=== adsr_multiwave_generator ===
==> config.mk <==
export PLATFORM = sky130hd
export DESIGN_NAME = adsr_multiwave_generator
export DESIGN_NICKNAME = d
export VERILOG_FILES = /design/src/rtl/adsr_pkg.sv /design/src/rtl/adsr_envelope.sv /design/src/rtl/adsr_multiwave_generator.sv
export SDC_FILE = /design/constraint.sdc
export NUM_CORES = 1
export LEC_CHECK = 0
export CORE_AREA = 3 3 154 111
export CTS_CLUSTER_DIAMETER = 150
export CTS_CLUSTER_SIZE = 14
export DETAILED_ROUTE_END_ITERATION = 8
export DIE_AREA = 0 0 157 114
export PLACE_DENSITY = 0.81
export SETUP_SLACK_MARGIN = 0.1
export SLEW_MARGIN = 25
export SYNTH_ARGS = -nofsm -noshare
export SYNTH_HDL_FRONTEND = slang
export SYNTH_SLANG_ARGS = --single-unit
==> constraint.sdc <==
create_clock -name clk -period 10.3 [get_ports clk]
set_clock_uncertainty 0.15 [all_clocks]
set_input_delay 1.545 -clock clk [delete_from_list [all_inputs] [get_ports clk]]
set_output_delay 1.545 -clock clk [all_outputs]
set_load 0.01 [all_outputs]
==> src/rtl/adsr_pkg.sv <==
// ============================================================================
// adsr_pkg : shared envelope state and waveform-select encodings
// Rev 1.0
// ============================================================================
`default_nettype none

package adsr_pkg;

    typedef enum logic [2:0] {
        ST_IDLE    = 3'd0,
        ST_ATTACK  = 3'd1,
        ST_DECAY   = 3'd2,
        ST_SUSTAIN = 3'd3,
        ST_RELEASE = 3'd4
    } adsr_state_e;

    localparam logic [1:0] WAVE_SAW    = 2'd0;
    localparam logic [1:0] WAVE_SQUARE = 2'd1;
    localparam logic [1:0] WAVE_TRI    = 2'd2;
    localparam logic [1:0] WAVE_PULSE  = 2'd3;

endpackage

`default_nettype wire

==> src/rtl/adsr_envelope.sv <==
// ============================================================================
// adsr_envelope : prescaled, rate-based, retriggerable ADSR envelope
// Rev 1.0
// ============================================================================
`default_nettype none

module adsr_envelope
    import adsr_pkg::*;
#(
    parameter int DATA_W = 8,
    parameter int ENV_W  = 16,
    parameter int PRESC  = 256
) (
    input  logic              clk,
    input  logic              reset_n,
    input  logic              gate_i,
    input  logic [ENV_W-1:0]  attack_rate_i,
    input  logic [ENV_W-1:0]  decay_rate_i,
    input  logic [DATA_W-1:0] sustain_level_i,
    input  logic [ENV_W-1:0]  release_rate_i,
    output logic [DATA_W-1:0] env_out_o,
    output logic              active_o,
    output logic              gate_rise_o
);

    localparam int               CNT_W    = (PRESC > 1) ? $clog2(PRESC) : 1;
    localparam logic [CNT_W-1:0] CNT_LAST = CNT_W'(PRESC - 1);
    localparam logic [ENV_W-1:0] ENV_MAX  = '1;

    logic [CNT_W-1:0]   cnt_q, cnt_d;
    logic               gate_q;
    adsr_state_e        state_q, state_d;
    logic [ENV_W-1:0]   env_q, env_d;

    logic               tick, rise, fall;
    logic [ENV_W-1:0]   target;
    logic [ENV_W:0]     att_sum;
    logic signed [ENV_W+1:0] dec_diff;

    assign tick   = (cnt_q == CNT_LAST);
    assign cnt_d  = tick ? '0 : cnt_q + 1'b1;
    assign rise   = gate_i & ~gate_q;
    assign fall   = ~gate_i & gate_q;
    assign target = ENV_W'(sustain_level_i) << (ENV_W - DATA_W);

    // Extra headroom bits so overshoot and undershoot are detected, not wrapped.
    assign att_sum  = {1'b0, env_q} + {1'b0, attack_rate_i};
    assign dec_diff = $signed({2'b00, env_q}) - $signed({2'b00, decay_rate_i});

    always_comb begin
        state_d = state_q;
        env_d   = env_q;
        case (state_q)
            ST_IDLE: env_d = '0;
            ST_ATTACK: if (tick) begin
                if (attack_rate_i == '0 || att_sum >= {1'b0, ENV_MAX}) begin
                    env_d   = ENV_MAX;
                    state_d = ST_DECAY;
                end else begin
                    env_d = att_sum[ENV_W-1:0];
                end
            end
            ST_DECAY: if (tick) begin
                if (decay_rate_i == '0 || dec_diff <= $signed({2'b00, target})) begin
                    env_d   = target;
                    state_d = ST_SUSTAIN;
                end else begin
                    env_d = dec_diff[ENV_W-1:0];
                end
            end
            ST_SUSTAIN: env_d = target;
            ST_RELEASE: if (tick) begin
                if (release_rate_i == '0 || env_q <= release_rate_i) begin
                    env_d   = '0;
                    state_d = ST_IDLE;
                end else begin
                    env_d = env_q - release_rate_i;
                end
            end
            default: begin
                env_d   = '0;
                state_d = ST_IDLE;
            end
        endcase

        // Gate edges win over tick updates; env holds so retrigger is click-free.
        if (rise) begin
            state_d = ST_ATTACK;
            env_d   = env_q;
        end else if (fall && (state_q == ST_ATTACK || state_q == ST_DECAY ||
                              state_q == ST_SUSTAIN)) begin
            state_d = ST_RELEASE;
            env_d   = env_q;
        end
    end

    always_ff @(posedge clk or negedge reset_n) begin
        if (!reset_n) begin
            cnt_q   <= '0;
            gate_q  <= 1'b0;
            state_q <= ST_IDLE;
            env_q   <= '0;
        end else begin
            cnt_q   <= cnt_d;
            gate_q  <= gate_i;
            state_q <= state_d;
            env_q   <= env_d;
        end
    end

    assign env_out_o   = env_q[ENV_W-1 -: DATA_W];
    assign active_o    = (state_q != ST_IDLE);
    assign gate_rise_o = rise;

endmodule

`default_nettype wire

==> src/rtl/adsr_multiwave_generator.sv <==
// ============================================================================
// adsr_multiwave_generator : phase-accumulator oscillator with four waveforms
// scaled by an ADSR envelope through a fixed 2-clk multiply pipeline.  Rev 1.0
// ============================================================================
`default_nettype none

module adsr_multiwave_generator
    import adsr_pkg::*;
#(
    parameter int DATA_W  = 8,
    parameter int PHASE_W = 24,
    parameter int ENV_W   = 16,
    parameter int PRESC   = 256
) (
    input  logic               clk,
    input  logic               reset_n,
    input  logic [PHASE_W-1:0] tune_word,
    input  logic [1:0]         wave_sel,
    input  logic [DATA_W-1:0]  duty,
    input  logic               phase_sync,
    input  logic               gate,
    input  logic [ENV_W-1:0]   attack_rate,
    input  logic [ENV_W-1:0]   decay_rate,
    input  logic [DATA_W-1:0]  sustain_level,
    input  logic [ENV_W-1:0]   release_rate,
    output logic [DATA_W-1:0]  wave_out,
    output logic [DATA_W-1:0]  env_out,
    output logic               active
);

    logic [PHASE_W-1:0] phase_q, phase_d;
    logic [DATA_W-1:0]  raw_q, wave_q;
    logic [DATA_W:0]    s_q;
    logic [DATA_W-1:0]  saw, tri_t, raw;
    logic [2*DATA_W:0]  prod;
    logic               gate_rise;
    logic               unused_prod;

    adsr_envelope #(
        .DATA_W (DATA_W),
        .ENV_W  (ENV_W),
        .PRESC  (PRESC)
    ) u_env (
        .clk             (clk),
        .reset_n         (reset_n),
        .gate_i          (gate),
        .attack_rate_i   (attack_rate),
        .decay_rate_i    (decay_rate),
        .sustain_level_i (sustain_level),
        .release_rate_i  (release_rate),
        .env_out_o       (env_out),
        .active_o        (active),
        .gate_rise_o     (gate_rise)
    );

    assign phase_d = (phase_sync && gate_rise) ? '0 : phase_q + tune_word;

    assign saw   = phase_q[PHASE_W-1 -: DATA_W];
    assign tri_t = phase_q[PHASE_W-2 -: DATA_W];

    always_comb begin
        raw = saw;
        case (wave_sel)
            WAVE_SAW:    raw = saw;
            WAVE_SQUARE: raw = phase_q[PHASE_W-1] ? '0 : '1;
            WAVE_TRI:    raw = phase_q[PHASE_W-1] ? ~tri_t : tri_t;
            WAVE_PULSE:  raw = (saw < duty) ? '1 : '0;
            default:     raw = saw;
        endcase
    end

    // Scaling by env+1 makes full envelope a pass-through and zero envelope silent.
    assign prod        = raw_q * s_q;
    assign unused_prod = ^{prod[2*DATA_W], prod[DATA_W-1:0]};

    always_ff @(posedge clk or negedge reset_n) begin
        if (!reset_n) begin
            phase_q <= '0;
            raw_q   <= '0;
            s_q     <= '0;
            wave_q  <= '0;
        end else begin
            phase_q <= phase_d;
            raw_q   <= raw;
            s_q     <= {1'b0, env_out} + 1'b1;
            wave_q  <= prod[2*DATA_W-1:DATA_W];
        end
    end

    assign wave_out = wave_q;

endmodule

`default_nettype wire
==> metrics.yaml <==
status: "finished, final reports clean"
drive_above_1_share_pct: 2.954
powerClk_mw: 0.342
peakVddDrop_mv: 0.1333
cp_max_fo: 6
htree_levels: 3
drt_first_pass_iters: 5
ctsHoldBuffers: 0
largest_reg_flops: 24
synthArstFlopShare_pct: 100.0
rrSetupSlack_ns: 5.05
remaining_drc_errors: 0
synth-edff-count: 0
maxSlewHeadroom_pct: 36.26
area.sequential_um2: 1927
stdcell_count: 1385
warning_count: 26
top_area_cell: "dfrtp_1"
lay_top_count: "inv_1"
fin_ws_ns: 4.010
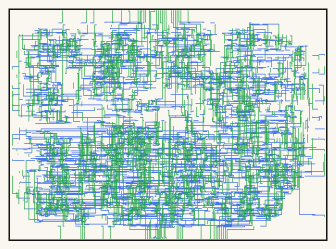
Fig. 1. Signal wires by layer (adsr_multiwave_generator).
Only two layers are drawn.
green -> M2  # wire length 9930 µm
blue -> M1  # wire length 11200 µm
DR WL/cell: 17.43 µm
Detailed Route WL: 24140 µm
Total GRT Usage: 27.64%
vias: 8304

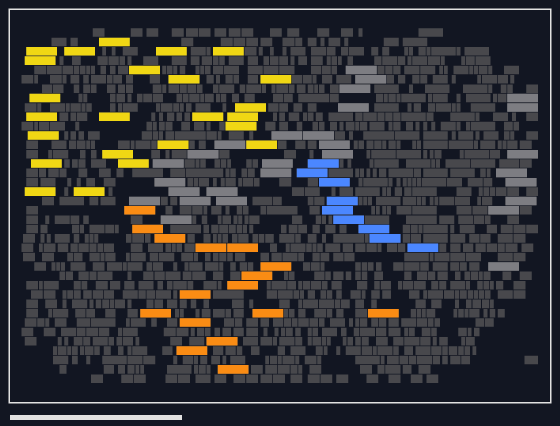
Fig. 2. Where the registers sit (adsr_multiwave_generator).
Scale bar: 50 µm.
orange -> u_env.env_q  # flops 16
blue -> s_q  # flops 9, where middle
yellow -> phase_q  # flops 24

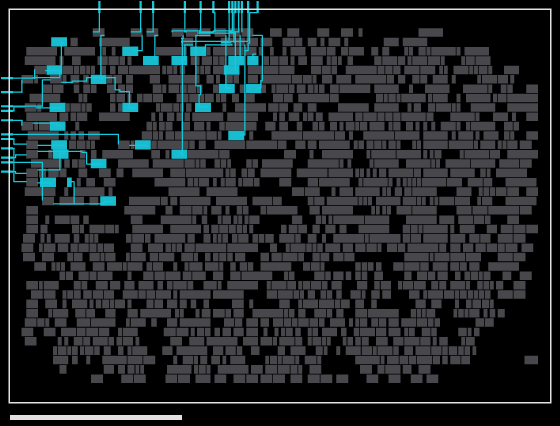
Fig. 3. Nets reached from selected ports (adsr_multiwave_generator).
Scale bar: 50 µm.
cyan -> tune_word  # bits 24, direction input, end cells 25, wire 631 µm


=== cdc_in_arbiter ===
$ cat config.mk
export PLATFORM = sky130hd
export DESIGN_NAME = cdc_in_arbiter
export DESIGN_NICKNAME = d
export VERILOG_FILES = /design/src/rtl/cdc_in_arbiter.sv
export SDC_FILE = /design/constraint.sdc
export NUM_CORES = 1
export LEC_CHECK = 0
export ABC_AREA = 1
export CAP_MARGIN = 10
export CORE_MARGIN = 2
export CORE_UTILIZATION = 40
export CTS_CLUSTER_SIZE = 30
export DETAILED_ROUTE_END_ITERATION = 10
export PLACE_DENSITY = 0.74
export RECOVER_POWER = 25
export SLEW_MARGIN = 20
export SYNTH_ARGS = -nofsm -noshare
export SYNTH_HDL_FRONTEND = slang
export SYNTH_SLANG_ARGS = --single-unit
$ cat constraint.sdc
create_clock -name clk_i -period 2.9 [get_ports clk_i]
set_clock_uncertainty 0.2 [all_clocks]
set_input_delay 0.58 -clock clk_i [delete_from_list [all_inputs] [get_ports clk_i]]
set_output_delay 0.58 -clock clk_i [all_outputs]
set_load 0.02 [all_outputs]
$ cat src/rtl/cdc_in_arbiter.sv
// ============================================================================
// cdc_in_arbiter : round-robin burst arbiter sharing the USB CDC IN byte stream
//                  between NUM_REQ requesters, with a one-deep output register.
// Optional build macro: CDC_ARB_TAG_EN (prefix each burst with a tag byte).
// Revision       : 1.0
// ============================================================================
`default_nettype none

module cdc_in_arbiter #(
  parameter int NUM_REQ   = 4,
  parameter int MAX_BURST = 8,
  parameter int CNT_W     = $clog2(MAX_BURST + 1)
) (
  input  logic                 clk_i,
  input  logic                 rstn_i,
  input  logic [NUM_REQ*8-1:0] req_data_i,
  input  logic [NUM_REQ-1:0]   req_valid_i,
  output logic [NUM_REQ-1:0]   req_ready_o,
  output logic [7:0]           in_data_o,
  output logic                 in_valid_o,
  input  logic                 in_ready_i,
  output logic [NUM_REQ-1:0]   grant_o,
  output logic                 busy_o
);

  typedef enum logic [1:0] {
    ST_IDLE  = 2'd0,
    ST_GRANT = 2'd1
`ifdef CDC_ARB_TAG_EN
    , ST_TAG = 2'd2
`endif
  } state_t;

  state_t             state_q, state_d;
  logic [NUM_REQ-1:0] grant_q, grant_d;
  logic [2:0]         rr_q, rr_d;
  logic [CNT_W-1:0]   cnt_q, cnt_d;
  logic [7:0]         data_q, data_d;
  logic               valid_q, valid_d;

  logic                 ld;
  logic                 xfer;
  logic                 owner_valid;
  logic [2:0]           owner_idx;
  logic [7:0]           owner_byte;
  logic [2*NUM_REQ-1:0] rot_dbl;
  logic [NUM_REQ-1:0]   rot_valid;
  logic                 found;
  logic [2:0]           pick_idx;
  logic [NUM_REQ-1:0]   pick_oh;
  logic [CNT_W-1:0]     cnt_inc;

  function automatic logic [2:0] wrap_idx(input logic [3:0] v);
    return (v >= 4'(NUM_REQ)) ? 3'(v - 4'(NUM_REQ)) : 3'(v);
  endfunction

  assign ld          = ~valid_q | in_ready_i;
  assign req_ready_o = (state_q == ST_GRANT && ld) ? grant_q : '0;
  assign xfer        = |(req_valid_i & req_ready_o);
  assign owner_valid = |(req_valid_i & grant_q);
  assign cnt_inc     = cnt_q + CNT_W'(1);

  always_comb begin
    owner_idx  = '0;
    owner_byte = '0;
    for (int k = 0; k < NUM_REQ; k++) begin
      if (grant_q[k]) begin
        owner_idx  = 3'(k);
        owner_byte = req_data_i[8*k +: 8];
      end
    end
  end

  // Rotate the request vector so bit 0 is the rr pointer, then take the lowest set bit.
  assign rot_dbl   = {req_valid_i, req_valid_i} >> rr_q;
  assign rot_valid = rot_dbl[NUM_REQ-1:0];

  always_comb begin
    found    = 1'b0;
    pick_idx = '0;
    for (int i = 0; i < NUM_REQ; i++) begin
      if (!found && rot_valid[i]) begin
        found    = 1'b1;
        pick_idx = wrap_idx(4'(rr_q) + 4'(i));
      end
    end
  end

  assign pick_oh = {{(NUM_REQ-1){1'b0}}, 1'b1} << pick_idx;

  always_comb begin
    state_d = state_q;
    grant_d = grant_q;
    rr_d    = rr_q;
    cnt_d   = cnt_q;
    data_d  = data_q;
    valid_d = valid_q;
    if (ld) valid_d = 1'b0;

    case (state_q)
      ST_IDLE: begin
        if (|req_valid_i) begin
          grant_d = pick_oh;
          cnt_d   = '0;
`ifdef CDC_ARB_TAG_EN
          state_d = ST_TAG;
`else
          state_d = ST_GRANT;
`endif
        end
      end
`ifdef CDC_ARB_TAG_EN
      ST_TAG: begin
        if (ld) begin
          data_d  = {4'hA, 1'b0, owner_idx};
          valid_d = 1'b1;
          state_d = ST_GRANT;
        end
      end
`endif
      ST_GRANT: begin
        if (xfer) begin
          data_d  = owner_byte;
          valid_d = 1'b1;
          cnt_d   = cnt_inc;
          if (cnt_inc == CNT_W'(MAX_BURST)) begin
            state_d = ST_IDLE;
            grant_d = '0;
            rr_d    = wrap_idx(4'(owner_idx) + 4'd1);
            cnt_d   = '0;
          end
        end else if (ld && !owner_valid) begin
          // Owner idle while the path was free: give the stream to someone else.
          state_d = ST_IDLE;
          grant_d = '0;
          rr_d    = wrap_idx(4'(owner_idx) + 4'd1);
          cnt_d   = '0;
        end
      end
      default: begin
        state_d = ST_IDLE;
        grant_d = '0;
      end
    endcase
  end

  always_ff @(posedge clk_i or negedge rstn_i) begin
    if (!rstn_i) begin
      state_q <= ST_IDLE;
      grant_q <= '0;
      rr_q    <= '0;
      cnt_q   <= '0;
      data_q  <= 8'h00;
      valid_q <= 1'b0;
    end else begin
      state_q <= state_d;
      grant_q <= grant_d;
      rr_q    <= rr_d;
      cnt_q   <= cnt_d;
      data_q  <= data_d;
      valid_q <= valid_d;
    end
  end

  assign in_data_o  = data_q;
  assign in_valid_o = valid_q;
  assign grant_o    = grant_q;
  assign busy_o     = (state_q != ST_IDLE);

endmodule

`default_nettype wire
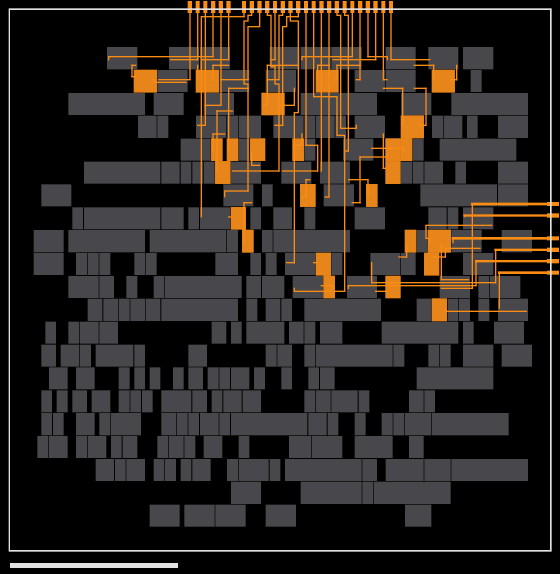
Fig. 4. Nets reached from selected ports (cdc_in_arbiter).
Scale bar: 20 µm.
orange -> req_data_i  # bits 32, direction input, end cells 25, wire 694 µm
PortBufs: 56
Boundary Pins: 57

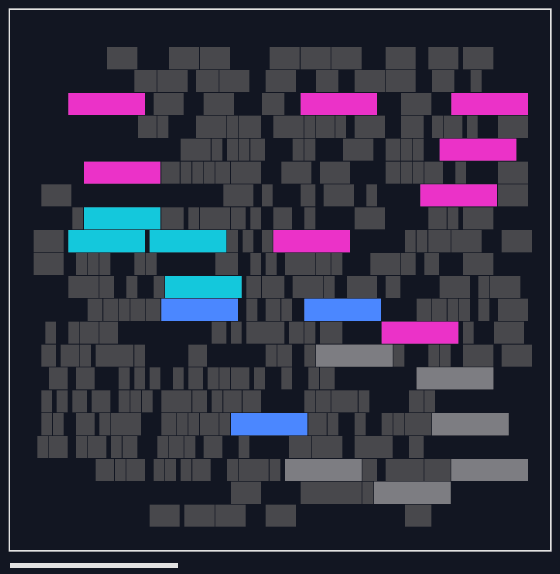
Fig. 5. Where the registers sit (cdc_in_arbiter).
Scale bar: 20 µm.
magenta -> in_data_o  # flops 8
cyan -> grant_o  # flops 4, where left middle
blue -> rr_q  # flops 3
not colored = 6

==> metrics.yaml <==
period_minus_slack_ns: 2.799
use_met2_pct: 29.30
crit_path_start: "in_ready_i"
synth-edff-count: 0
clkPwrFrac_pct: 7.7
drtIter0Drc: 91
avgSynthCellArea_um2: 7.074
critPathKind: "in -> out"
ant_nets: 0
remaining_drc_errors: 0
place_ws_ns: 0.1041
dp_cells: 307
yosysTopAreaCellShare_pct: 36.24
status: "finished, final reports clean"
inverters: 22
synthTopCellsByArea: "dfrtp_1, nand2_1, nand3_1"
wire_per_inst_um: 12.50
slowest_delay_ns: 0.62
fin_area_um2: 2096
power.density_nw_per_um2: 897.8
cp_max_fo: 5
dominant_cells: "multi-input combinational cells"
yosys_warnings: 0
yosysMostFrequentCell: "nand2_1"
fp_util_pct: 42.45
vias: 1517
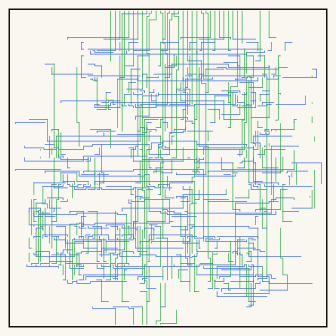
Fig. 6. Signal wires by layer (cdc_in_arbiter).
Only two layers are drawn.
green -> M2  # wire length 1860 µm
blue -> M1  # wire length 1850 µm



==> screenshots <==
Close-up of the layout.
(a)
Region (0, 24) to (40, 64) µm. Cells in gray, sequential cells in the stronger gray; small squares are vias.
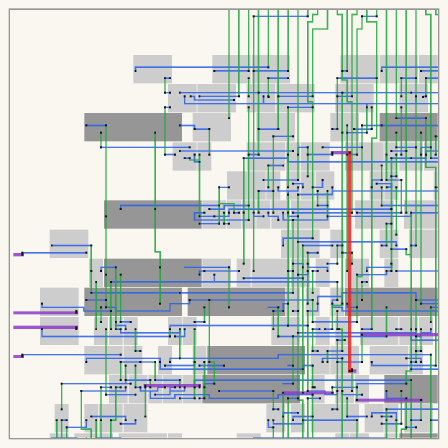
(b)
Region (19, 66) to (59, 106) µm. Cells in gray, sequential cells in the stronger gray; small squares are vias.
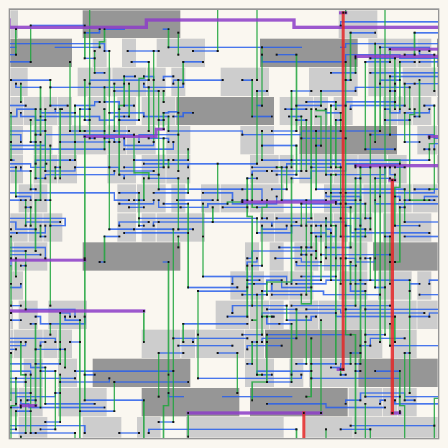
- (a) = cdc_in_arbiter
- (b) = adsr_multiwave_generator

Key to (a):
blue -> M1
green -> M2
purple -> M3
red -> M4
cells with their middle in the window = 103
netlist names of flops here include = grant_o (4), in_data_o (4), rr_q (2)
most frequent = nand2_1 (25), clkdlybuf4s50_1 (25), nand3_1 (11)
sequential cells in the window = 10

